# ---- block 1 ----
### Cell sizes after repair, block 1

Drawn at 2 px/µm.
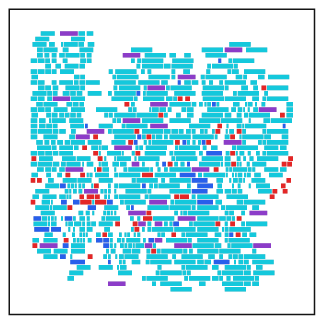
### Metal 1, block 1

Drawn at 4 px/µm. Supply wires on this layer in gray.
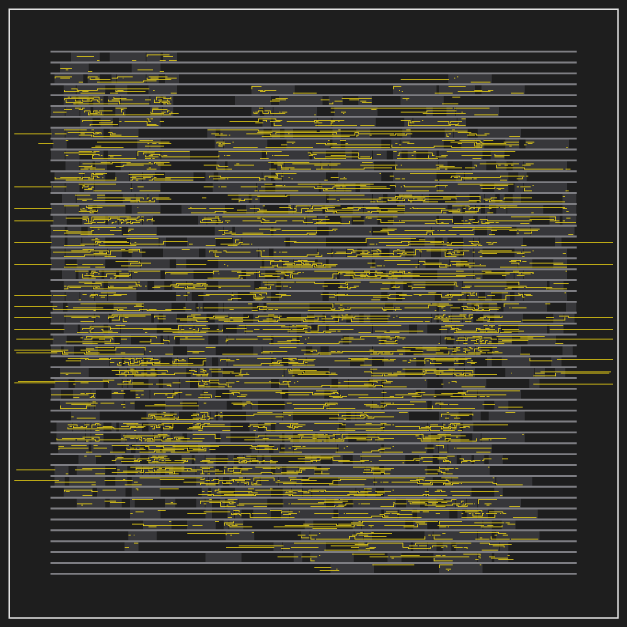
[src/rtl/tm1638_responder_pkg.sv]
// Shared definitions for the TM1638 responder.
// Contents: command opcode field values, data/control command bit positions,
// FSM state encoding and a small opcode helper.
package tm1638_responder_pkg;

  // Top two bits of the first byte of a frame select the command class.
  localparam logic [1:0] CMD_NONE = 2'b00;
  localparam logic [1:0] CMD_DATA = 2'b01;
  localparam logic [1:0] CMD_CTRL = 2'b10;
  localparam logic [1:0] CMD_ADDR = 2'b11;

  // Bit positions inside data and display-control commands.
  localparam int DATA_RD_BIT  = 1;  // 1 = key read, 0 = display write
  localparam int DATA_FIX_BIT = 2;  // 1 = fixed address, 0 = auto-increment
  localparam int CTRL_ON_BIT  = 3;  // display enable

  typedef enum logic [2:0] {
    S_IDLE,
    S_CMD,
    S_WDATA,
    S_RDATA,
    S_IGNORE
  } state_e;

  function automatic logic [1:0] cmd_opcode(input logic [7:0] b);
    return b[7:6];
  endfunction

endpackage

[src/rtl/tm1638_responder_bus_sync.sv]
// Bus synchroniser for the TM1638 responder.
// Brings stb/sclk/dio_in into the clk domain through SYNC_STAGES flops and
// produces single-cycle rise/fall strobes for stb and sclk.
// Ports:
//   clk                     system clock
//   stb, sclk, dio_in       asynchronous bus pins
//   stb_rise, stb_fall      1-cycle strobes on synchronised stb edges
//   sclk_rise, sclk_fall    1-cycle strobes on synchronised sclk edges
//   dio_s                   synchronised dio, aligned with the sclk strobes
// The chains carry no reset on purpose: after a mid-frame reset a still-low
// stb must not look like a fresh falling edge.
module tm1638_responder_bus_sync #(
  parameter int SYNC_STAGES = 2
) (
  input  logic clk,
  input  logic stb,
  input  logic sclk,
  input  logic dio_in,
  output logic stb_rise,
  output logic stb_fall,
  output logic sclk_rise,
  output logic sclk_fall,
  output logic dio_s
);

  logic [SYNC_STAGES-1:0] stb_q;
  logic [SYNC_STAGES-1:0] sclk_q;
  logic [SYNC_STAGES-1:0] dio_q;
  logic                   stb_prev_q;
  logic                   sclk_prev_q;

  always_ff @(posedge clk) begin
    stb_q       <= {stb_q[SYNC_STAGES-2:0], stb};
    sclk_q      <= {sclk_q[SYNC_STAGES-2:0], sclk};
    dio_q       <= {dio_q[SYNC_STAGES-2:0], dio_in};
    stb_prev_q  <= stb_q[SYNC_STAGES-1];
    sclk_prev_q <= sclk_q[SYNC_STAGES-1];
  end

  assign stb_rise  =  stb_q[SYNC_STAGES-1]  & ~stb_prev_q;
  assign stb_fall  = ~stb_q[SYNC_STAGES-1]  &  stb_prev_q;
  assign sclk_rise =  sclk_q[SYNC_STAGES-1] & ~sclk_prev_q;
  assign sclk_fall = ~sclk_q[SYNC_STAGES-1] &  sclk_prev_q;
  assign dio_s     =  dio_q[SYNC_STAGES-1];

endmodule

[src/rtl/tm1638_responder.sv]
// TM1638 device-side responder.
// Decodes data, display-control and address commands from an external
// master, stores written bytes in a 16x8 display RAM and shifts a 32-bit
// key word back during read frames.
// Ports:
//   clk, rst_n            system clock, synchronous active-low reset
//   stb, sclk, dio_in     bus inputs from the master
//   dio_out, dio_oe       bus data back to the master and its enable
//   keys                  key-scan word, bit0 sent first
//   ram_raddr, ram_rdata  host read port into display RAM (1-cycle latency)
//   disp_on, brightness   last display-control settings
//   byte_stb              pulse per completed byte
//   frame_err             pulse when a frame ends on a partial byte
module tm1638_responder
  import tm1638_responder_pkg::*;
#(
  parameter int SYNC_STAGES = 2
) (
  input  logic        clk,
  input  logic        rst_n,
  input  logic        stb,
  input  logic        sclk,
  input  logic        dio_in,
  output logic        dio_out,
  output logic        dio_oe,
  input  logic [31:0] keys,
  input  logic [3:0]  ram_raddr,
  output logic [7:0]  ram_rdata,
  output logic        disp_on,
  output logic [2:0]  brightness,
  output logic        byte_stb,
  output logic        frame_err
);

  logic stb_rise, stb_fall, sclk_rise, sclk_fall, dio_s;

  tm1638_responder_bus_sync #(.SYNC_STAGES(SYNC_STAGES)) u_sync (
    .clk       (clk),
    .stb       (stb),
    .sclk      (sclk),
    .dio_in    (dio_in),
    .stb_rise  (stb_rise),
    .stb_fall  (stb_fall),
    .sclk_rise (sclk_rise),
    .sclk_fall (sclk_fall),
    .dio_s     (dio_s)
  );

  state_e      state_q, state_d;
  logic [2:0]  bit_ctr_q, bit_ctr_d;
  logic [7:0]  shift_q, shift_d;
  logic [31:0] key_q, key_d;
  logic [3:0]  addr_q, addr_d;
  logic        fixed_q, fixed_d;
  logic        disp_on_q, disp_on_d;
  logic [2:0]  bright_q, bright_d;
  logic        dio_out_q, dio_out_d;
  logic        dio_oe_q, dio_oe_d;
  logic        byte_stb_q, byte_stb_d;
  logic        frame_err_q, frame_err_d;
  logic [7:0]  ram_q [16];
  logic [7:0]  ram_rdata_q;
  logic        ram_we;
  logic [7:0]  rx_byte;

  // Byte as it stands once the current rising edge has been shifted in.
  assign rx_byte = {dio_s, shift_q[7:1]};

  always_comb begin
    state_d     = state_q;
    bit_ctr_d   = bit_ctr_q;
    shift_d     = shift_q;
    key_d       = key_q;
    addr_d      = addr_q;
    fixed_d     = fixed_q;
    disp_on_d   = disp_on_q;
    bright_d    = bright_q;
    dio_out_d   = dio_out_q;
    dio_oe_d    = dio_oe_q;
    byte_stb_d  = 1'b0;
    frame_err_d = 1'b0;
    ram_we      = 1'b0;

    if (state_q == S_IDLE) begin
      // Bus clock edges outside a frame are ignored.
      if (stb_fall) begin
        state_d   = S_CMD;
        bit_ctr_d = 3'd0;
      end
    end else if (stb_rise) begin
      // End of frame wins over any same-cycle clock edge; a partial byte is dropped.
      state_d     = S_IDLE;
      bit_ctr_d   = 3'd0;
      dio_oe_d    = 1'b0;
      dio_out_d   = 1'b0;
      frame_err_d = (bit_ctr_q != 3'd0);
    end else begin
      if (state_q == S_RDATA && sclk_fall) dio_out_d = key_q[0];

      if (sclk_rise) begin
        shift_d   = rx_byte;
        bit_ctr_d = bit_ctr_q + 3'd1;
        if (state_q == S_RDATA) key_d = {1'b0, key_q[31:1]};

        if (bit_ctr_q == 3'd7) begin
          byte_stb_d = 1'b1;
          case (state_q)
            S_CMD: begin
              case (cmd_opcode(rx_byte))
                CMD_DATA: begin
                  if (rx_byte[DATA_RD_BIT]) begin
                    state_d  = S_RDATA;
                    key_d    = keys;
                    dio_oe_d = 1'b1;
                  end else begin
                    // Only write commands change the addressing mode, so it
                    // survives intervening read frames.
                    fixed_d = rx_byte[DATA_FIX_BIT];
                    state_d = S_IGNORE;
                  end
                end
                CMD_CTRL: begin
                  disp_on_d = rx_byte[CTRL_ON_BIT];
                  bright_d  = rx_byte[2:0];
                  state_d   = S_IGNORE;
                end
                CMD_ADDR: begin
                  addr_d  = rx_byte[3:0];
                  state_d = S_WDATA;
                end
                default: state_d = S_IGNORE;
              endcase
            end
            S_WDATA: begin
              ram_we = 1'b1;
              if (!fixed_q) addr_d = addr_q + 4'd1;
            end
            default: ;
          endcase
        end
      end
    end
  end

  always_ff @(posedge clk) begin
    if (!rst_n) begin
      state_q     <= S_IDLE;
      bit_ctr_q   <= 3'd0;
      shift_q     <= 8'h00;
      key_q       <= 32'h0;
      addr_q      <= 4'd0;
      fixed_q     <= 1'b0;
      disp_on_q   <= 1'b0;
      bright_q    <= 3'd0;
      dio_out_q   <= 1'b0;
      dio_oe_q    <= 1'b0;
      byte_stb_q  <= 1'b0;
      frame_err_q <= 1'b0;
    end else begin
      state_q     <= state_d;
      bit_ctr_q   <= bit_ctr_d;
      shift_q     <= shift_d;
      key_q       <= key_d;
      addr_q      <= addr_d;
      fixed_q     <= fixed_d;
      disp_on_q   <= disp_on_d;
      bright_q    <= bright_d;
      dio_out_q   <= dio_out_d;
      dio_oe_q    <= dio_oe_d;
      byte_stb_q  <= byte_stb_d;
      frame_err_q <= frame_err_d;
    end
  end

  // Display RAM is cleared by reset, so it is built from flops.
  always_ff @(posedge clk) begin
    if (!rst_n) begin
      for (int i = 0; i < 16; i++) ram_q[i] <= 8'h00;
      ram_rdata_q <= 8'h00;
    end else begin
      if (ram_we) ram_q[addr_q] <= rx_byte;
      ram_rdata_q <= ram_q[ram_raddr];
    end
  end

  assign dio_out    = dio_out_q;
  assign dio_oe     = dio_oe_q;
  assign disp_on    = disp_on_q;
  assign brightness = bright_q;
  assign byte_stb   = byte_stb_q;
  assign frame_err  = frame_err_q;
  assign ram_rdata  = ram_rdata_q;

endmodule

[config.mk]
export PLATFORM = sky130hd
export DESIGN_NAME = tm1638_responder
export DESIGN_NICKNAME = d
export VERILOG_FILES = /design/src/rtl/tm1638_responder_pkg.sv /design/src/rtl/tm1638_responder_bus_sync.sv /design/src/rtl/tm1638_responder.sv
export SDC_FILE = /design/constraint.sdc
export NUM_CORES = 1
export LEC_CHECK = 0
export ABC_CLOCK_PERIOD_IN_PS = 2300
export CAP_MARGIN = 25
export CORE_MARGIN = 10
export CORE_UTILIZATION = 51
export DETAILED_ROUTE_END_ITERATION = 8
export PLACE_DENSITY = 0.74
export SETUP_SLACK_MARGIN = 0.2
export SYNTH_ARGS = -nofsm -noshare
export SYNTH_HDL_FRONTEND = slang
export SYNTH_HIERARCHICAL = 1
export SYNTH_SLANG_ARGS = --single-unit
[constraint.sdc]
create_clock -name clk -period 2.3 [get_ports clk]
set_clock_uncertainty 0.05 [all_clocks]
set_input_delay 0.23 -clock clk [delete_from_list [all_inputs] [get_ports clk]]
set_output_delay 0.23 -clock clk [all_outputs]
set_load 0.1 [all_outputs]
==> out/summary.log <==
INFO  layout         final_layout_top_logic_cell=edfxtp_1
INFO  worst_setup_path r2r-start=bit_ctr_q[1]
INFO  floorplan      nWellTaps=225
INFO  synth          synth-edff-count=128
INFO  clock_network  cts_buffers=22
INFO  floorplan      die_x=152µm
INFO  synth          synthDominantAreaCellType=edfxtp_1
INFO  worst_setup_path crit_fanout=8
INFO  worst_hold_path worstHoldPathType=primary input to flip-flop
INFO  place          placedCellCount=1003
INFO  layout         post-route-util=61.4%
INFO  place          instance_area_at_placement=0.00981mm²
INFO  worst_setup_path worstPathArrival=2.18ns
INFO  run_status     outcome=finished clean
INFO  power          pg_clk=3.18mW
INFO  detailed_routing m1WireLength=9.01mm
INFO  synth          yosys.stat.chipArea=0.00886mm²
INFO  layout         layout.clock_buffers=28
About 'Cell sizes after repair' of block 1:
| color | size | cells | share |
|---|---|---|---|
| blue | x2 | 40 | 4.9% |
| cyan | x1 and smaller | 683 | 84% |
| purple | x6 and larger | 30 | 3.7% |
| red | x3 and x4 | 64 | 7.8% |
number of non-clock buffers in the layout: 104
PnR worst setup slack: 0.275 ns
layout overhead on the synthesized area: 19.0%
final instance area: 0.0106 mm²

About 'Metal 1' of block 1:
wire length on this layer: 9010 µm
longest straight run: 36.8 µm
nets with wire on the layer: 813


# ---- block 2 ----
## config.mk

```make
export PLATFORM = sky130hd
export DESIGN_NAME = buzzer_note_player
export DESIGN_NICKNAME = d
export VERILOG_FILES = /design/src/rtl/music_pkg.sv /design/src/rtl/tone_divider.sv /design/src/rtl/buzzer_note_player.sv
export SDC_FILE = /design/constraint.sdc
export NUM_CORES = 1
export LEC_CHECK = 0
export CAP_MARGIN = 10
export CORE_MARGIN = 2
export CORE_UTILIZATION = 44
export DETAILED_ROUTE_END_ITERATION = 7
export GPL_TIMING_DRIVEN = 0
export PLACE_DENSITY = 0.66
export SLEW_MARGIN = 20
export SYNTH_ARGS = -nofsm -noshare
export SYNTH_HDL_FRONTEND = slang
export SYNTH_SLANG_ARGS = --single-unit
```

## constraint.sdc

```tcl
create_clock -name clk -period 5.11 [get_ports clk]
set_input_delay 0.511 -clock clk [delete_from_list [all_inputs] [get_ports clk]]
set_output_delay 0.511 -clock clk [all_outputs]
set_load 0.05 [all_outputs]
```

## src/rtl/music_pkg.sv

```systemverilog
// Shared widths, player state encoding and the mid-octave half-period table
// for the buzzer note player.
package music_pkg;
    localparam int NOTE_BITS   = 3;
    localparam int OCT_BITS    = 2;
    localparam int LENGTH_BITS = 3;
    localparam int HP_BITS     = 20;

    typedef enum logic [1:0] {
        ST_IDLE = 2'd0,
        ST_PLAY = 2'd1,
        ST_GAP  = 2'd2
    } player_state_e;

    // Half-period in clk cycles at 100 MHz for the mid octave; 0 for rest.
    function automatic logic [HP_BITS-1:0] base_hp(input logic [NOTE_BITS-1:0] note);
        case (note)
            3'd1:    return 20'd191110;
            3'd2:    return 20'd170265;
            3'd3:    return 20'd151685;
            3'd4:    return 20'd143172;
            3'd5:    return 20'd127551;
            3'd6:    return 20'd113636;
            3'd7:    return 20'd101239;
            default: return '0;
        endcase
    endfunction
endpackage

```

## src/rtl/tone_divider.sv

```systemverilog
// Square-wave generator: toggles the output every half_period cycles while
// enabled; output and counter are held at zero when disabled.
module tone_divider
    import music_pkg::*;
(
    input  logic               clk,
    input  logic               rst_n,
    input  logic               enable,
    input  logic [HP_BITS-1:0] half_period,
    output logic               wave
);
    logic [HP_BITS-1:0] cnt_q, cnt_d;
    logic               wave_q, wave_d;

    always_comb begin
        cnt_d  = cnt_q + HP_BITS'(1);
        wave_d = wave_q;
        if (!enable) begin
            cnt_d  = '0;
            wave_d = 1'b0;
        end else if (cnt_q == half_period - HP_BITS'(1)) begin
            cnt_d  = '0;
            wave_d = ~wave_q;
        end
    end

    always_ff @(posedge clk) begin
        if (!rst_n) begin
            cnt_q  <= '0;
            wave_q <= 1'b0;
        end else begin
            cnt_q  <= cnt_d;
            wave_q <= wave_d;
        end
    end

    assign wave = wave_q;
endmodule

```

## src/rtl/buzzer_note_player.sv

```systemverilog
// Plays one {note, octave, length} request as a square wave followed by a
// silent gap. Define BUZZER_NOTE_PLAYER_ABORT_EN to add the abort input.
module buzzer_note_player
    import music_pkg::*;
#(
    parameter int TICK_CYCLES   = 100000,
    parameter int UNIT_TICKS    = 125,
    parameter int GAP_TICKS     = 20,
    parameter int SIM_DIV_SHIFT = 0
) (
    input  logic                   clk,
    input  logic                   rst_n,
`ifdef BUZZER_NOTE_PLAYER_ABORT_EN
    input  logic                   abort,
`endif
    input  logic                   in_valid,
    output logic                   in_ready,
    input  logic [NOTE_BITS-1:0]   in_note,
    input  logic [OCT_BITS-1:0]    in_octave,
    input  logic [LENGTH_BITS-1:0] in_length,
    output logic                   buzzer,
    output logic                   busy,
    output logic                   done,
    output logic [NOTE_BITS-1:0]   cur_note,
    output logic [OCT_BITS-1:0]    cur_octave
);
    localparam int TK_MAX = (8 * UNIT_TICKS > GAP_TICKS) ? 8 * UNIT_TICKS : GAP_TICKS;
    localparam int TC_W   = (TICK_CYCLES > 1) ? $clog2(TICK_CYCLES) : 1;
    localparam int TK_W   = $clog2(TK_MAX + 1);
    localparam logic [TC_W-1:0] CYC_LAST = TC_W'(TICK_CYCLES - 1);
    localparam logic [TK_W-1:0] UNIT     = TK_W'(UNIT_TICKS);
    localparam logic [TK_W-1:0] GAP_LAST = TK_W'((GAP_TICKS > 0) ? GAP_TICKS - 1 : 0);

    player_state_e          state_q, state_d;
    logic [NOTE_BITS-1:0]   note_q, note_d;
    logic [OCT_BITS-1:0]    oct_q, oct_d;
    logic [LENGTH_BITS-1:0] len_q, len_d;
    logic [TC_W-1:0]        cyc_q, cyc_d;
    logic [TK_W-1:0]        tick_q, tick_d;
    logic                   done_q, done_d;

    logic                   abort_w;
    logic                   tick_wrap, play_end, gap_end, tone_en;
    logic [TK_W-1:0]        dur_last;
    logic [HP_BITS-1:0]     hp_base, hp_oct, hp;

`ifdef BUZZER_NOTE_PLAYER_ABORT_EN
    assign abort_w = abort;
`else
    assign abort_w = 1'b0;
`endif

    assign tick_wrap = (cyc_q == CYC_LAST);
    assign dur_last  = (TK_W'(len_q) + TK_W'(1)) * UNIT - TK_W'(1);
    assign play_end  = tick_wrap && (tick_q == dur_last);
    assign gap_end   = (GAP_TICKS == 0) || (tick_wrap && (tick_q == GAP_LAST));

    always_comb begin
        state_d = state_q;
        note_d  = note_q;
        oct_d   = oct_q;
        len_d   = len_q;
        cyc_d   = tick_wrap ? '0 : cyc_q + TC_W'(1);
        tick_d  = tick_wrap ? tick_q + TK_W'(1) : tick_q;
        done_d  = 1'b0;
        case (state_q)
            ST_IDLE: begin
                cyc_d  = '0;
                tick_d = '0;
                if (in_valid && !abort_w) begin
                    state_d = ST_PLAY;
                    note_d  = in_note;
                    // Octave 3 plays as high, so it is stored and shown as 2.
                    oct_d   = (in_octave == 2'd3) ? 2'd2 : in_octave;
                    len_d   = in_length;
                end
            end
            ST_PLAY: begin
                if (play_end) begin
                    state_d = ST_GAP;
                    tick_d  = '0;
                end
            end
            ST_GAP: begin
                if (gap_end) begin
                    state_d = ST_IDLE;
                    done_d  = 1'b1;
                    note_d  = '0;
                    oct_d   = '0;
                    cyc_d   = '0;
                    tick_d  = '0;
                end
            end
            default: state_d = ST_IDLE;
        endcase
        if (abort_w && state_q != ST_IDLE) begin
            state_d = ST_IDLE;
            note_d  = '0;
            oct_d   = '0;
            cyc_d   = '0;
            tick_d  = '0;
            done_d  = 1'b0;
        end
    end

    always_ff @(posedge clk) begin
        if (!rst_n) begin
            state_q <= ST_IDLE;
            note_q  <= '0;
            oct_q   <= '0;
            len_q   <= '0;
            cyc_q   <= '0;
            tick_q  <= '0;
            done_q  <= 1'b0;
        end else begin
            state_q <= state_d;
            note_q  <= note_d;
            oct_q   <= oct_d;
            len_q   <= len_d;
            cyc_q   <= cyc_d;
            tick_q  <= tick_d;
            done_q  <= done_d;
        end
    end

    assign hp_base = base_hp(note_q);
    assign hp_oct  = (oct_q == 2'd0) ? (hp_base << 1) :
                     (oct_q == 2'd1) ? hp_base : (hp_base >> 1);
    assign hp      = hp_oct >> SIM_DIV_SHIFT;

    // Enable only while staying in PLAY, so the edge leaving PLAY also
    // clears the wave and the acceptance edge leaves the counter at zero.
    assign tone_en = (state_q == ST_PLAY) && (state_d == ST_PLAY) && (note_q != '0);

    tone_divider u_tone (
        .clk         (clk),
        .rst_n       (rst_n),
        .enable      (tone_en),
        .half_period (hp),
        .wave        (buzzer)
    );

    assign in_ready   = (state_q == ST_IDLE);
    assign busy       = (state_q != ST_IDLE);
    assign done       = done_q;
    assign cur_note   = note_q;
    assign cur_octave = oct_q;
endmodule

```

### Metal 1, block 2

Drawn at 6 px/µm. Supply wires on this layer in gray.
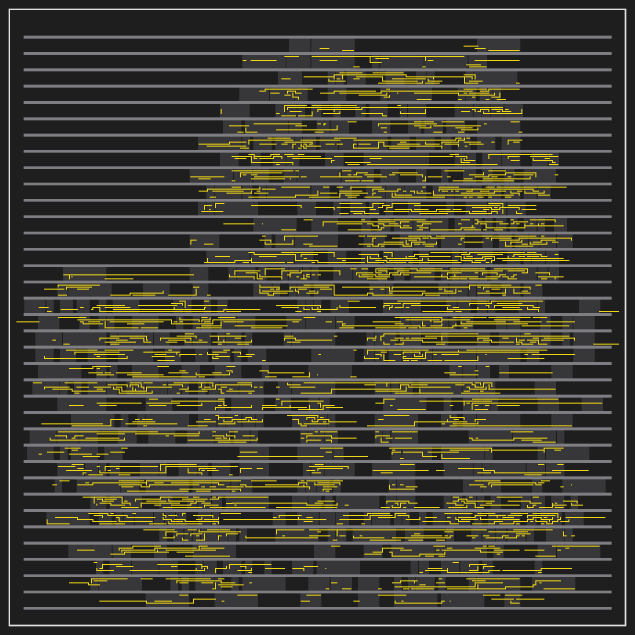
wire length on this layer: 4630 µm
nets with wire on the layer: 552
share of all routed wire: 49%
main direction: horizontal
longest straight run: 29.4 µm
met1 routing resource usage after global routing: 27.2%
drt total wl: 9.52 mm

### Cell area per tile, block 2

Drawn at 4 px/µm. 10 x 10 tiles, from dark blue (low) to red (high), 0 to 100% covered.
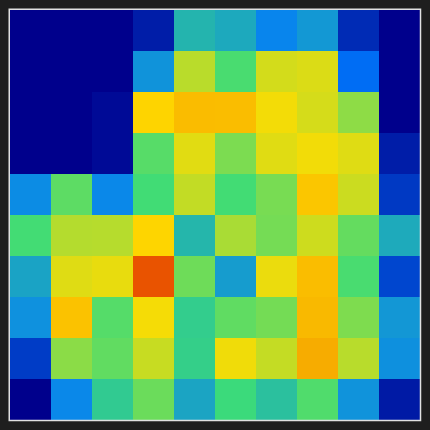
nearly empty tiles: 14%
emptiest ninth of the die: top left
fullest tile: 91%
core region area: 0.00933 mm²
Init Core Util: 45.7%
Final Util: 51.7%

==> out/summary.log <==
INFO  run_status     outcome=finished clean
INFO  synth          synth.area.mux_share=1.94%
INFO  layout         clkCellAreaFrac=4.23%
INFO  detailed_routing m1WireLength=4.63mm
INFO  power          power=1.24mW
INFO  clock_network  clkTransAtPathRegs=0.07ns
INFO  detailed_routing wl_met2=4.13mm
INFO  worst_hold_path hold_path.startpoint=cyc_q[0]
INFO  clock_network  cts_hold_repair.buffers=0
INFO  grt            grt_pass1_wl=16.2mm
INFO  place          gp_congestion=0.952
INFO  worst_setup_path crit_fanout=10
INFO  synth          synth_largest_type_area_fraction=27.7%
INFO  worst_setup_path critical_path_cell_count=15
INFO  timing         worst_slew_pin_slew=0.702ns
INFO  clock_network  clock_tree.root_cell=clkbuf_8
INFO  clock_network  clock-sinks=59
INFO  synth          top_cell=nor2_1
INFO  place          detailedPlacementHpwl=7.19mm
INFO  run            drv_cap=0
INFO  place          placedCellCount=679
INFO  worst_setup_path critPathCaptureType=flip-flop
INFO  worst_setup_path critical_path.startpoint_type=flip-flop
INFO  worst_setup_path crit_slowest_cell=ha_1
INFO  synth          synth.cell_area=0.00426mm²
INFO  timing         max_slew_margin=53.0%
INFO  layout         fin_nets=594
INFO  grt            grt_pass1_vias=3404
INFO  worst_setup_path max_stage_delay=0.52ns
INFO  layout         sh_comb_area=59.6%

# ---- block 3 ----
### Cell placement, block 3

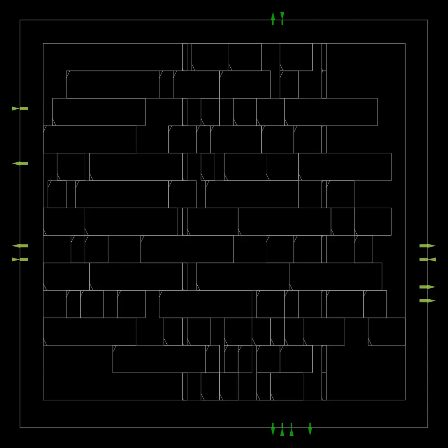
### Metal 1, block 3

Drawn at 12 px/µm. Supply wires on this layer in gray.
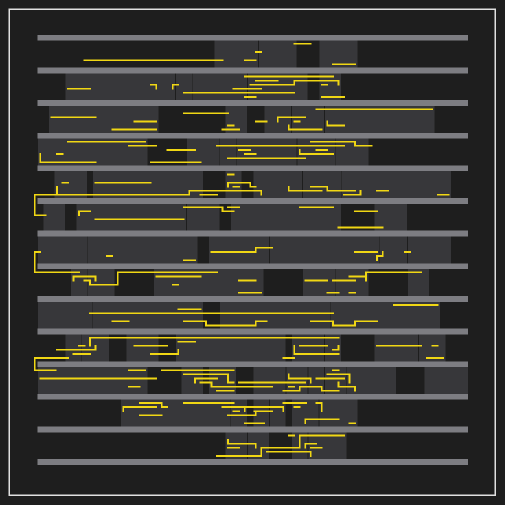
### src/rtl/issue_if.sv
// Handshake bundle between the issue queues and the issue scheduler,
// plus the CDB source select the scheduler drives back.
interface issue_if;
  logic       issueint_ready;
  logic       issuels_ready;
  logic       issuemult_ready;
  logic       issuediv_ready;
  logic       issueint_done;
  logic       issuels_done;
  logic       issuemult_done;
  logic       issuediv_done;
  logic [1:0] cdb_sel;
  logic       cdb_sel_valid;
  logic       div_busy;

  modport master (
    input  issueint_ready, issuels_ready, issuemult_ready, issuediv_ready,
    output issueint_done, issuels_done, issuemult_done, issuediv_done,
    output cdb_sel, cdb_sel_valid, div_busy
  );

  modport slave (
    output issueint_ready, issuels_ready, issuemult_ready, issuediv_ready,
    input  issueint_done, issuels_done, issuemult_done, issuediv_done,
    input  cdb_sel, cdb_sel_valid, div_busy
  );
endinterface

### src/rtl/issue_unit.sv
// Issue scheduler: grants each queue only when its future CDB slot is free and
// drives the CDB source select from a shifting slot-reservation vector.
module issue_unit #(
  parameter int INT_LAT  = 1,
  parameter int LS_LAT   = 1,
  parameter int MULT_LAT = 4,
  parameter int DIV_LAT  = 7
) (
  input  logic     clk,
  input  logic     reset,
  issue_if.master  iq
);

  localparam int CW = $clog2(DIV_LAT);

  typedef enum logic [1:0] {
    SRC_INT  = 2'd0,
    SRC_LS   = 2'd1,
    SRC_MULT = 2'd2,
    SRC_DIV  = 2'd3
  } src_e;

  logic [DIV_LAT:0]       resv_r, resv_set, resv_nxt;
  logic [DIV_LAT:0][1:0]  own_r, own_set, own_nxt;
  logic [CW-1:0]          div_cnt_r, div_cnt_nxt;
  logic                   lru_r, lru_nxt;
  logic                   pair_free;
  logic                   grant_int, grant_ls, grant_mult, grant_div;

  // int and ld/st share one CDB slot; lru_r breaks the tie when both are ready
  always_comb begin
    pair_free  = ~resv_r[INT_LAT];
    grant_int  = ~reset & iq.issueint_ready & pair_free &
                 (~iq.issuels_ready | ~lru_r);
    grant_ls   = ~reset & iq.issuels_ready & pair_free &
                 (~iq.issueint_ready | lru_r);
    grant_mult = ~reset & iq.issuemult_ready & ~resv_r[MULT_LAT];
    grant_div  = ~reset & iq.issuediv_ready & ~resv_r[DIV_LAT] &
                 (div_cnt_r == '0);
  end

  always_comb begin
    resv_set = resv_r;
    own_set  = own_r;
    if (grant_int) begin
      resv_set[INT_LAT] = 1'b1;
      own_set[INT_LAT]  = SRC_INT;
    end
    if (grant_ls) begin
      resv_set[LS_LAT] = 1'b1;
      own_set[LS_LAT]  = SRC_LS;
    end
    if (grant_mult) begin
      resv_set[MULT_LAT] = 1'b1;
      own_set[MULT_LAT]  = SRC_MULT;
    end
    if (grant_div) begin
      resv_set[DIV_LAT] = 1'b1;
      own_set[DIV_LAT]  = SRC_DIV;
    end
    // slot k becomes slot k-1 at the next edge; the farthest slot opens empty
    resv_nxt = {1'b0, resv_set[DIV_LAT:1]};
    own_nxt  = {2'b00, own_set[DIV_LAT:1]};

    lru_nxt = lru_r;
    if (grant_int)
      lru_nxt = 1'b1;
    else if (grant_ls)
      lru_nxt = 1'b0;

    div_cnt_nxt = div_cnt_r;
    if (grant_div)
      div_cnt_nxt = CW'(DIV_LAT - 1);
    else if (div_cnt_r != '0)
      div_cnt_nxt = div_cnt_r - 1'b1;
  end

  always_ff @(posedge clk or posedge reset) begin
    if (reset) begin
      resv_r    <= '0;
      own_r     <= '0;
      div_cnt_r <= '0;
      lru_r     <= 1'b0;
    end else begin
      resv_r    <= resv_nxt;
      own_r     <= own_nxt;
      div_cnt_r <= div_cnt_nxt;
      lru_r     <= lru_nxt;
    end
  end

  assign iq.issueint_done  = grant_int;
  assign iq.issuels_done   = grant_ls;
  assign iq.issuemult_done = grant_mult;
  assign iq.issuediv_done  = grant_div;
  assign iq.cdb_sel_valid  = resv_r[0];
  assign iq.cdb_sel        = resv_r[0] ? own_r[0] : 2'd0;
  assign iq.div_busy       = (div_cnt_r != '0);

endmodule

### src/flat_wrapper.sv
// flat-port wrapper written by rule: the top's interface ports become plain ports
module issue_unit_flat 
#(
  parameter int INT_LAT  = 1,
  parameter int LS_LAT   = 1,
  parameter int MULT_LAT = 4,
  parameter int DIV_LAT  = 7
)
  (clk, reset, iq_issueint_ready, iq_issuels_ready, iq_issuemult_ready, iq_issuediv_ready, iq_issueint_done, iq_issuels_done, iq_issuemult_done, iq_issuediv_done, iq_cdb_sel, iq_cdb_sel_valid, iq_div_busy);
  issue_if iq_i ();
  input  logic clk;
  input  logic reset;
  input wire logic [$bits(iq_i.issueint_ready)-1:0] iq_issueint_ready;
  input wire logic [$bits(iq_i.issuels_ready)-1:0] iq_issuels_ready;
  input wire logic [$bits(iq_i.issuemult_ready)-1:0] iq_issuemult_ready;
  input wire logic [$bits(iq_i.issuediv_ready)-1:0] iq_issuediv_ready;
  output wire logic [$bits(iq_i.issueint_done)-1:0] iq_issueint_done;
  output wire logic [$bits(iq_i.issuels_done)-1:0] iq_issuels_done;
  output wire logic [$bits(iq_i.issuemult_done)-1:0] iq_issuemult_done;
  output wire logic [$bits(iq_i.issuediv_done)-1:0] iq_issuediv_done;
  output wire logic [$bits(iq_i.cdb_sel)-1:0] iq_cdb_sel;
  output wire logic [$bits(iq_i.cdb_sel_valid)-1:0] iq_cdb_sel_valid;
  output wire logic [$bits(iq_i.div_busy)-1:0] iq_div_busy;
  assign iq_i.issueint_ready = iq_issueint_ready;
  assign iq_i.issuels_ready = iq_issuels_ready;
  assign iq_i.issuemult_ready = iq_issuemult_ready;
  assign iq_i.issuediv_ready = iq_issuediv_ready;
  assign iq_issueint_done = iq_i.issueint_done;
  assign iq_issuels_done = iq_i.issuels_done;
  assign iq_issuemult_done = iq_i.issuemult_done;
  assign iq_issuediv_done = iq_i.issuediv_done;
  assign iq_cdb_sel = iq_i.cdb_sel;
  assign iq_cdb_sel_valid = iq_i.cdb_sel_valid;
  assign iq_div_busy = iq_i.div_busy;
  issue_unit #(.INT_LAT(INT_LAT), .LS_LAT(LS_LAT), .MULT_LAT(MULT_LAT), .DIV_LAT(DIV_LAT)) u_core (.clk(clk), .reset(reset), .iq(iq_i));
endmodule
### config.mk
export PLATFORM = sky130hd
export DESIGN_NAME = issue_unit_flat
export DESIGN_NICKNAME = d
export VERILOG_FILES = /design/src/rtl/issue_if.sv /design/src/rtl/issue_unit.sv /design/src/flat_wrapper.sv
export SDC_FILE = /design/constraint.sdc
export NUM_CORES = 1
export LEC_CHECK = 0
export CORE_MARGIN = 2
export CORE_UTILIZATION = 46
export CTS_CLUSTER_DIAMETER = 80
export DETAILED_ROUTE_END_ITERATION = 12
export GPL_TIMING_DRIVEN = 0
export HOLD_SLACK_MARGIN = 0.06
export PLACE_DENSITY_LB_ADDON = 0.3
export SYNTH_ARGS = -nofsm -noshare
export SYNTH_HDL_FRONTEND = slang
export SYNTH_SLANG_ARGS = --single-unit
### constraint.sdc
create_clock -name clk -period 1.9 [get_ports clk]
set_input_delay 0.57 -clock clk [delete_from_list [all_inputs] [get_ports clk]]
set_output_delay 0.57 -clock clk [all_outputs]
set_load 0.005 [all_outputs]
==> out/summary.log <==
INFO  clock_network  clkTransAtPathRegs=0.08ns
INFO  layout         area.growth.synth_to_final=39.4%
INFO  layout         nonClockBufferCount=21
INFO  layout         final_layout_top_logic_cell=dfrtp_1
INFO  place          io_buffer_count=13
INFO  power          cellPowerDensity=1150mW/mm²
INFO  floorplan      die_height=40.4µm
INFO  run_status     outcome=finished clean
INFO  timing         totalNegativeSetupSlack=0ns
INFO  worst_setup_path max_stage_delay=0.27ns
INFO  synth          synthDominantAreaCellType=dfrtp_1
INFO  floorplan      die_x=40.4µm
INFO  layout         clkCellAreaFrac=4.27%
INFO  worst_setup_path cp_common_cell=dlygate4sd2_1
INFO  detailed_routing viasPerCell=4.64
INFO  floorplan      boundaryPins=14
INFO  worst_setup_path crit_fanout=4
INFO  floorplan      nWellTaps=15
INFO  layout         layout.clock_buffers=4
INFO  power          intPower=0.695mW
INFO  run            warnings=28
INFO  layout         layout-drive-gt1-share=34.2%
INFO  grt            grt_pass1_wl=1.54mm
INFO  synth          count_of_mapped_cells_out_of_synthesis=50
INFO  detailed_routing dr_wl_met3=47µm
INFO  timing         fmaxAchievable=547MHz
INFO  grt            grt.overflow.total=0
INFO  clock_network  ctsResizeCount=24
INFO  detailed_routing wl_met2=467µm
INFO  place          placedCellCount=78
INFO  timing         hold_slack=0.356ns
INFO  timing         skew=0.00400ns
INFO  layout         nNonClkInverters=4
INFO  worst_setup_path critPathCaptureType=output port
INFO  place          gp_congestion=0.643
INFO  worst_setup_path crit_slowest_cell=dlygate4sd2_1
INFO  worst_setup_path ff2ff_setup_slack=0.68ns
INFO  synth          yosys.stat.chipArea=609µm²
INFO  timing         worst_slew_pin_slew=0.229ns
INFO  layout         buffer_area_share=19.0%
INFO  clock_network  tritoncts=done
INFO  power          combPwrFrac=31.7%
INFO  synth          synthTopCellsByCount=dfrtp_1, a21oi_1, nor2_1
INFO  synth          synth-async-reset-ratio=100%
INFO  synth          post_synth_xor_xnor_area=0%
INFO  floorplan      core_util_floorplan=48.0%
INFO  layout         stdcell_area=850µm²
INFO  worst_setup_path critical_path_cell_count=3
INFO  layout         layout.comb_gates.multi_input=28
INFO  place          instance_area_at_placement=758µm²
INFO  power          power_leakage=0.441nW
INFO  synth          synth_largest_type_area_fraction=65.7%
INFO  synth          ys_seq_share=65.7%
INFO  synth          area_share_of_fa_ha_maj_cells_after_synthesis=4.11%
INFO  worst_setup_path worstPathBufferInverterCount=2
INFO  worst_setup_path r2r.worst_path.cells=5
INFO  power          power.combinational.total=0.309mW
INFO  synth          synth.cell_area=609µm²
INFO  grt            global_route.peak_usage_layer=met1
INFO  layout         largest_reg_flops=6
INFO  power          pwr-share-seq=46.2%
INFO  layout         antenna-diode-count=0
INFO  layout         fin_nets=82
INFO  clock_network  post_cts_buffers=4
INFO  power          switching_share=28.6%
INFO  timing         post-route-worst-setup-slack=0.0704ns
About 'Cell placement' of block 3:
number of non-filler instances in the completed layout: 88
total of fill cells in the finished design: 106
sequential share of cell area: 47.1%
flop count: 16
Placement Rows: 13

About 'Metal 1' of block 3:
share of all routed wire: 46%
nets with wire on the layer: 69
longest straight run: 20.7 µm


# ---- block 4 ----
`config.mk`:
```
export PLATFORM = sky130hd
export DESIGN_NAME = comfort_ctrl
export DESIGN_NICKNAME = d
export VERILOG_FILES = /design/src/rtl/comfort_pkg.sv /design/src/rtl/comfort_ctrl_fan_pwm.sv /design/src/rtl/comfort_ctrl.sv
export SDC_FILE = /design/constraint.sdc
export NUM_CORES = 1
export LEC_CHECK = 0
export ABC_AREA = 0
export CAP_MARGIN = 20
export CELL_PAD_IN_SITES_DETAIL_PLACEMENT = 2
export CELL_PAD_IN_SITES_GLOBAL_PLACEMENT = 2
export CORE_MARGIN = 1.5
export CORE_UTILIZATION = 40
export DETAILED_ROUTE_END_ITERATION = 8
export GPL_TIMING_DRIVEN = 1
export PLACE_DENSITY_LB_ADDON = 0.25
export SYNTH_ARGS = -nofsm -noshare
export SYNTH_HDL_FRONTEND = slang
export SYNTH_SLANG_ARGS = --single-unit
```
`constraint.sdc`:
```
create_clock -name clk_i -period 4.4 [get_ports clk_i]
set_input_delay 1.1 -clock clk_i [delete_from_list [all_inputs] [get_ports clk_i]]
set_output_delay 1.1 -clock clk_i [all_outputs]
set_load 0.02 [all_outputs]
```
`src/rtl/comfort_pkg.sv`:
```
// -----------------------------------------------------------------------------
// comfort_pkg
// Shared types and constants for the comfort controller: FSM state encoding,
// sensor range limits, humidity-compensation thresholds, fan gain and the
// reject limit, plus the COOL-state fan duty helper.
// -----------------------------------------------------------------------------
package comfort_pkg;

    typedef enum logic [2:0] {
        ST_IDLE  = 3'd0,
        ST_HOLD  = 3'd1,
        ST_HEAT  = 3'd2,
        ST_COOL  = 3'd3,
        ST_FAULT = 3'd4
    } state_e;

    localparam logic [7:0] DHT_TEMP_MAX   = 8'd50;
    localparam logic [7:0] DHT_HUM_MAX    = 8'd90;
    localparam logic [7:0] HUM_HI         = 8'd70;
    localparam logic [7:0] HUM_LO         = 8'd30;
    localparam int         FAN_GAIN_SHIFT = 5;
    localparam logic [1:0] REJECT_LIMIT   = 2'd3;

    // Fan duty for a temperature excess over setpoint: excess << gain,
    // saturated to 255, zero for no excess.
    function automatic logic [7:0] fan_duty(input logic signed [9:0] diff);
        logic [15:0] prod;
        prod = {6'b0, diff} << FAN_GAIN_SHIFT;
        if (diff <= 10'sd0) begin
            return 8'd0;
        end
        return (prod > 16'd255) ? 8'hFF : prod[7:0];
    endfunction

endpackage

```
`src/rtl/comfort_ctrl_fan_pwm.sv`:
```
// -----------------------------------------------------------------------------
// fan_pwm
// Free-running 8-bit PWM generator. The duty is latched only at counter wrap so
// a period is never cut short; output is registered.
//   i_clk   : system clock
//   i_rst_n : asynchronous active-low reset
//   i_duty  : requested duty (0..255), sampled at wrap
//   o_pwm   : PWM output, high for duty/256 of each period
// -----------------------------------------------------------------------------
module fan_pwm (
    input  logic       i_clk,
    input  logic       i_rst_n,
    input  logic [7:0] i_duty,
    output logic       o_pwm
);

    logic [7:0] r_cnt;
    logic [7:0] r_duty_l;
    logic       r_pwm;

    always_ff @(posedge i_clk or negedge i_rst_n) begin
        if (!i_rst_n) begin
            r_cnt    <= 8'd0;
            r_duty_l <= 8'd0;
            r_pwm    <= 1'b0;
        end else begin
            r_cnt <= r_cnt + 8'd1;
            if (r_cnt == 8'hFF) begin
                r_duty_l <= i_duty;
            end
            r_pwm <= (r_cnt < r_duty_l);
        end
    end

    assign o_pwm = r_pwm;

endmodule

```
`src/rtl/comfort_ctrl.sv`:
```
// -----------------------------------------------------------------------------
// comfort_ctrl
// Closed-loop comfort controller behind the DHT11 interface: captures readings
// on the rising edge of done_i, range-checks them, averages the last four good
// temperatures and runs a hysteresis thermostat driving heater and fan PWM.
// Falls back to FAULT (fan full, heater off, alarm) on bad or missing data.
//
// Optional feature macro: COMFORT_HUM_COMP_EN (humidity-compensated T_eff).
//
// Ports:
//   clk_i, rst_ni        : clock, asynchronous active-low reset
//   temp_i, hum_i        : sensor reading (degC, %RH)
//   done_i               : reading complete (level; rising edge captures)
//   setpoint_i, hyst_i   : target temperature and hysteresis band
//   heater_o             : heater enable (HEAT only)
//   fan_pwm_o            : fan PWM
//   fan_duty_o           : current fan duty
//   state_o              : FSM state
//   avg_temp_o           : 4-sample average temperature
//   alarm_o              : high in FAULT
//
// state | meaning
// IDLE  | after reset, no valid sample yet
// HOLD  | temperature inside the band, outputs off
// HEAT  | too cold, heater on until setpoint reached
// COOL  | too warm, fan duty proportional to excess
// FAULT | bad/missing data, fan full, heater off, alarm
// -----------------------------------------------------------------------------
module comfort_ctrl
    import comfort_pkg::*;
#(
    parameter int unsigned TIMEOUT_CYC = 250_000_000
) (
    input  logic       clk_i,
    input  logic       rst_ni,
    input  logic [7:0] temp_i,
    input  logic [7:0] hum_i,
    input  logic       done_i,
    input  logic [7:0] setpoint_i,
    input  logic [3:0] hyst_i,
    output logic       heater_o,
    output logic       fan_pwm_o,
    output logic [7:0] fan_duty_o,
    output logic [2:0] state_o,
    output logic [7:0] avg_temp_o,
    output logic       alarm_o
);

    localparam int WD_W = $clog2(TIMEOUT_CYC);
    // The kick cycle itself is the first counted clock, hence one less.
    localparam logic [WD_W-1:0] WD_RST_LD  = WD_W'(TIMEOUT_CYC - 1);
    localparam logic [WD_W-1:0] WD_KICK_LD = WD_W'(TIMEOUT_CYC - 2);

    logic              r_done_d;
    logic              r_cap;
    logic [7:0]        r_temp;
    logic [7:0]        r_hum;
    logic [1:0]        r_rej;
    logic              r_rej_flt;
    logic              r_eval;
    logic              r_first;
    logic [7:0]        r_buf [4];
    logic [9:0]        r_sum;
    logic [WD_W-1:0]   r_wd_cnt;
    state_e            r_state;
    logic [7:0]        r_duty;

    logic              w_edge;
    logic              w_kick;
    logic              w_cap_ok;
    logic              w_cap_bad;
    logic              w_wd_tc;
    logic [7:0]        w_avg;
    logic signed [9:0] w_teff;
    logic signed [9:0] w_sp;
    logic signed [9:0] w_lo;
    logic signed [9:0] w_hi;
    state_e            w_state_nxt;
    state_e            w_eval_st;
    logic [7:0]        w_duty_nxt;

    assign w_edge    = done_i & ~r_done_d;
    // Watchdog is kicked at the edge itself so a good sample arriving on the
    // expiry cycle pre-empts the FAULT entry.
    assign w_kick    = w_edge && (temp_i <= DHT_TEMP_MAX) && (hum_i <= DHT_HUM_MAX);
    assign w_cap_ok  = r_cap && (r_temp <= DHT_TEMP_MAX) && (r_hum <= DHT_HUM_MAX);
    assign w_cap_bad = r_cap && !w_cap_ok;
    assign w_wd_tc   = (r_wd_cnt == '0) && !w_kick;

    always_ff @(posedge clk_i or negedge rst_ni) begin
        if (!rst_ni) begin
            r_done_d <= 1'b0;
            r_cap    <= 1'b0;
            r_temp   <= 8'd0;
            r_hum    <= 8'd0;
        end else begin
            r_done_d <= done_i;
            r_cap    <= w_edge;
            if (w_edge) begin
                r_temp <= temp_i;
                r_hum  <= hum_i;
            end
        end
    end

    always_ff @(posedge clk_i or negedge rst_ni) begin
        if (!rst_ni) begin
            r_rej     <= 2'd0;
            r_rej_flt <= 1'b0;
            r_eval    <= 1'b0;
        end else begin
            r_eval    <= w_cap_ok;
            r_rej_flt <= 1'b0;
            if (w_cap_ok) begin
                r_rej <= 2'd0;
            end else if (w_cap_bad) begin
                if (r_rej != REJECT_LIMIT) begin
                    r_rej <= r_rej + 2'd1;
                end
                r_rej_flt <= (r_rej >= REJECT_LIMIT - 2'd1);
            end
        end
    end

    always_ff @(posedge clk_i or negedge rst_ni) begin
        if (!rst_ni) begin
            for (int i = 0; i < 4; i++) r_buf[i] <= 8'd0;
            r_sum   <= 10'd0;
            r_first <= 1'b1;
        end else if (w_cap_ok) begin
            r_first <= 1'b0;
            // Preload so the average starts at the first reading rather than
            // ramping up from stale or zero history.
            if (r_first || (r_state == ST_FAULT)) begin
                for (int i = 0; i < 4; i++) r_buf[i] <= r_temp;
                r_sum <= {r_temp, 2'b00};
            end else begin
                r_buf[0] <= r_temp;
                r_buf[1] <= r_buf[0];
                r_buf[2] <= r_buf[1];
                r_buf[3] <= r_buf[2];
                r_sum    <= r_sum - {2'b00, r_buf[3]} + {2'b00, r_temp};
            end
        end
    end

    always_ff @(posedge clk_i or negedge rst_ni) begin
        if (!rst_ni) begin
            r_wd_cnt <= WD_RST_LD;
        end else if (w_kick) begin
            r_wd_cnt <= WD_KICK_LD;
        end else if (r_wd_cnt != '0) begin
            r_wd_cnt <= r_wd_cnt - 1'b1;
        end
    end

    assign w_avg = r_sum[9:2];

`ifdef COMFORT_HUM_COMP_EN
    logic [7:0] r_hum_acc;

    always_ff @(posedge clk_i or negedge rst_ni) begin
        if (!rst_ni) begin
            r_hum_acc <= 8'd0;
        end else if (w_cap_ok) begin
            r_hum_acc <= r_hum;
        end
    end

    always_comb begin
        w_teff = $signed({2'b00, w_avg});
        if ((r_hum_acc >= HUM_HI) && (w_avg != 8'hFF)) begin
            w_teff = w_teff + 10'sd1;
        end else if ((r_hum_acc <= HUM_LO) && (w_avg != 8'd0)) begin
            w_teff = w_teff - 10'sd1;
        end
    end
`else
    assign w_teff = $signed({2'b00, w_avg});
`endif

    assign w_sp = $signed({2'b00, setpoint_i});
    assign w_lo = w_sp - $signed({6'b0, hyst_i});
    assign w_hi = w_sp + $signed({6'b0, hyst_i});

    always_ff @(posedge clk_i or negedge rst_ni) begin
        if (!rst_ni) begin
            r_state <= ST_IDLE;
            r_duty  <= 8'd0;
        end else begin
            r_state <= w_state_nxt;
            r_duty  <= w_duty_nxt;
        end
    end

    always_comb begin
        w_state_nxt = r_state;
        w_eval_st   = r_state;
        if (w_wd_tc || r_rej_flt) begin
            w_state_nxt = ST_FAULT;
        end else if (r_eval) begin
            if (r_state == ST_FAULT) begin
                // Recovery sample only re-arms; thermostat decides next strobe.
                w_state_nxt = ST_HOLD;
            end else begin
                w_eval_st   = (r_state == ST_IDLE) ? ST_HOLD : r_state;
                w_state_nxt = w_eval_st;
                case (w_eval_st)
                    ST_HOLD: begin
                        if (w_teff < w_lo)      w_state_nxt = ST_HEAT;
                        else if (w_teff > w_hi) w_state_nxt = ST_COOL;
                    end
                    ST_HEAT: begin
                        if (w_teff > w_hi)       w_state_nxt = ST_COOL;
                        else if (w_teff >= w_sp) w_state_nxt = ST_HOLD;
                    end
                    ST_COOL: begin
                        if (w_teff <= w_sp) w_state_nxt = ST_HOLD;
                    end
                    default: ;
                endcase
            end
        end
    end

    always_comb begin
        w_duty_nxt = 8'd0;
        if (w_state_nxt == ST_COOL) begin
            w_duty_nxt = fan_duty(w_teff - w_sp);
        end else if (w_state_nxt == ST_FAULT) begin
            w_duty_nxt = 8'hFF;
        end
    end

    fan_pwm u_fan_pwm (
        .i_clk   (clk_i),
        .i_rst_n (rst_ni),
        .i_duty  (r_duty),
        .o_pwm   (fan_pwm_o)
    );

    assign heater_o   = (r_state == ST_HEAT);
    assign fan_duty_o = r_duty;
    assign state_o    = r_state;
    assign avg_temp_o = w_avg;
    assign alarm_o    = (r_state == ST_FAULT);

endmodule

```
### Cell area per tile, block 4

Drawn at 3 px/µm. 13 x 13 tiles, from dark blue (low) to red (high), 0 to 100% covered.
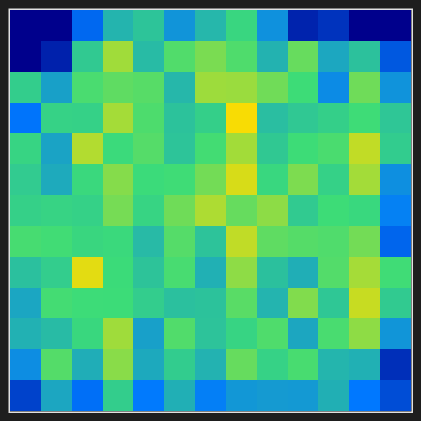
nearly empty tiles: 3.0%
densest ninth of the die: middle
fullest tile: 74%
mean over tiles: 44%
core region area: 0.0166 mm²
Init Core Util: 41.1%
Final Util: 49.5%

### Cell sizes after repair, block 4

Drawn at 3 px/µm.
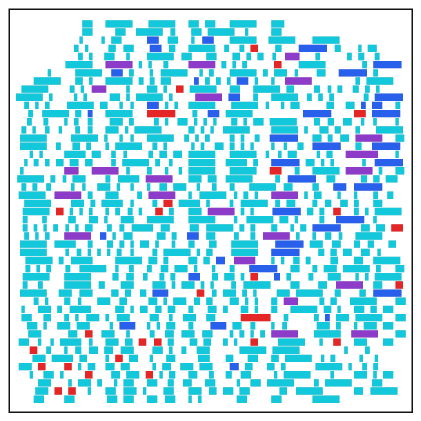
| color | size | cells | share |
|---|---|---|---|
| purple | x6 and larger | 23 | 2.9% |
| cyan | x1 and smaller | 711 | 88% |
| red | x3 and x4 | 28 | 3.5% |
| blue | x2 | 43 | 5.3% |
layout overhead on the synthesized area: 20.3%
number of non-clock buffers in the layout: 71
final instance area: 0.00823 mm²

### Cell placement, block 4

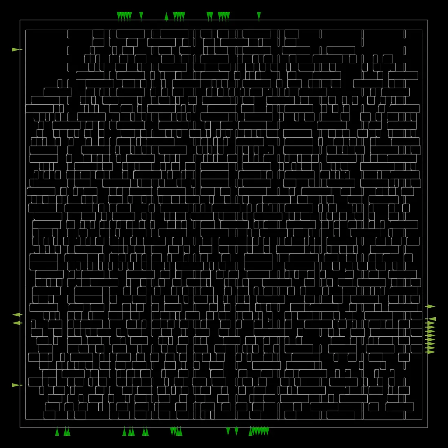
Tap Cells: 220
Placement Rows: 47
total of fill cells in the finished design: 1762
flop count: 113

==> out/summary.log <==
INFO  detailed_routing number_of_detailed_route_iterations_in_the_first_pass=4
INFO  grt            global_route.peak_usage_layer=met2
INFO  synth          yosys_warnings=0
INFO  synth          synth.area.mux_share=1.65%
INFO  detailed_routing wl_met2=11.8mm
INFO  layout         number_of_non_filler_instances_in_the_completed_layout=1025
INFO  layout         antenna-diode-count=0
INFO  synth          post_synth_xor_xnor_area=5.63%
INFO  detailed_routing m1WireLength=8.70mm
INFO  layout         layout-drive-gt1-share=11.7%
INFO  synth          top_cell=dfrtp_1
INFO  detailed_routing detail_route.wirelength=21.5mm
INFO  grt            grt_pass1_vias=6527
INFO  synth          synth-edff-count=0
INFO  layout         largest_reg_flops=32
INFO  place          gp_congestion=0.813
INFO  synth          ys.flop_type=dfrtp_1
INFO  run            warnings=31
INFO  worst_setup_path critical_path.startpoint_type=primary input
INFO  grt            grtUsageMet3=5.06%
INFO  detailed_routing detail_route.drc_violations=0
INFO  synth          synth-async-reset-ratio=100%
INFO  power          power_leakage=3.65nW
INFO  timing         worst_slew_pin_slew=0.766ns
INFO  detailed_routing viasPerCell=5.58
INFO  run_status     outcome=finished clean
INFO  grt            use_met2=46.9%
INFO  synth          number_of_standard_cells_reported_by_yosys=738
INFO  grt            grt_start_max_net_pins=73
INFO  worst_setup_path setup.worst_path.end=fan_duty_o[5]
INFO  worst_hold_path hold_path.startpoint=r_buf[8]
INFO  timing         skew=0.0138ns
INFO  synth          post_synth_ao_oa_area_fraction=14.8%


==> layout pictures side by side <==
Wires at chosen ports, followed through buffers.
(a)
Drawn at 10 px/µm.
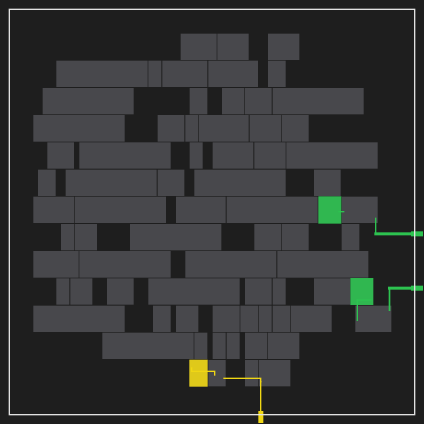
(b)
Drawn at 3 px/µm.
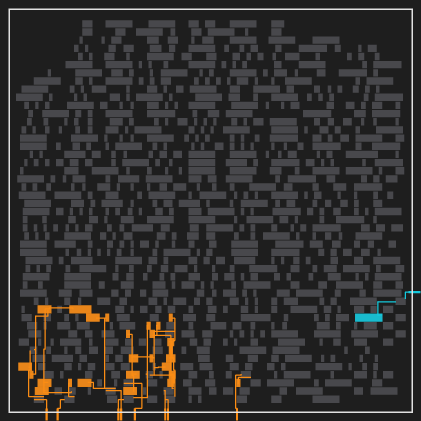
(c)
Drawn at 2 px/µm.
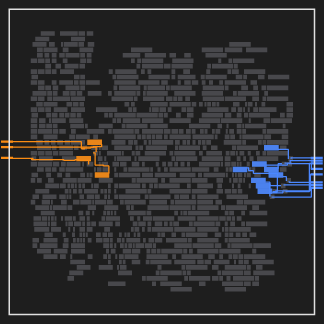
(d)
Drawn at 4 px/µm.
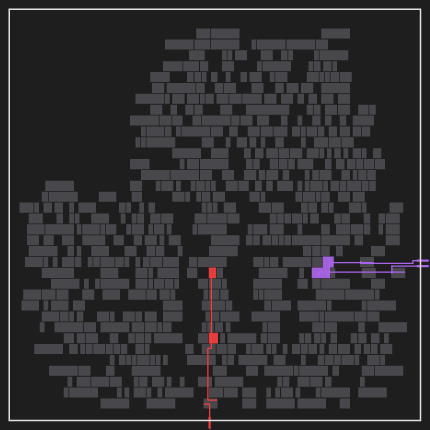
Of these, smallest die: (a)
Of these, largest die: (c)
block 3: (a)
block 4: (b)
block 1: (c)
block 2: (d)

Key to (d):
| color | port | bits | direction | edge | end cells | wire |
|---|---|---|---|---|---|---|
| purple | in_octave | 2 | input | right | 3 | 61.0 µm |
| red | in_valid | 1 | input | bottom | 2 | 39.8 µm |

Power and IR drop assume default switching activity.
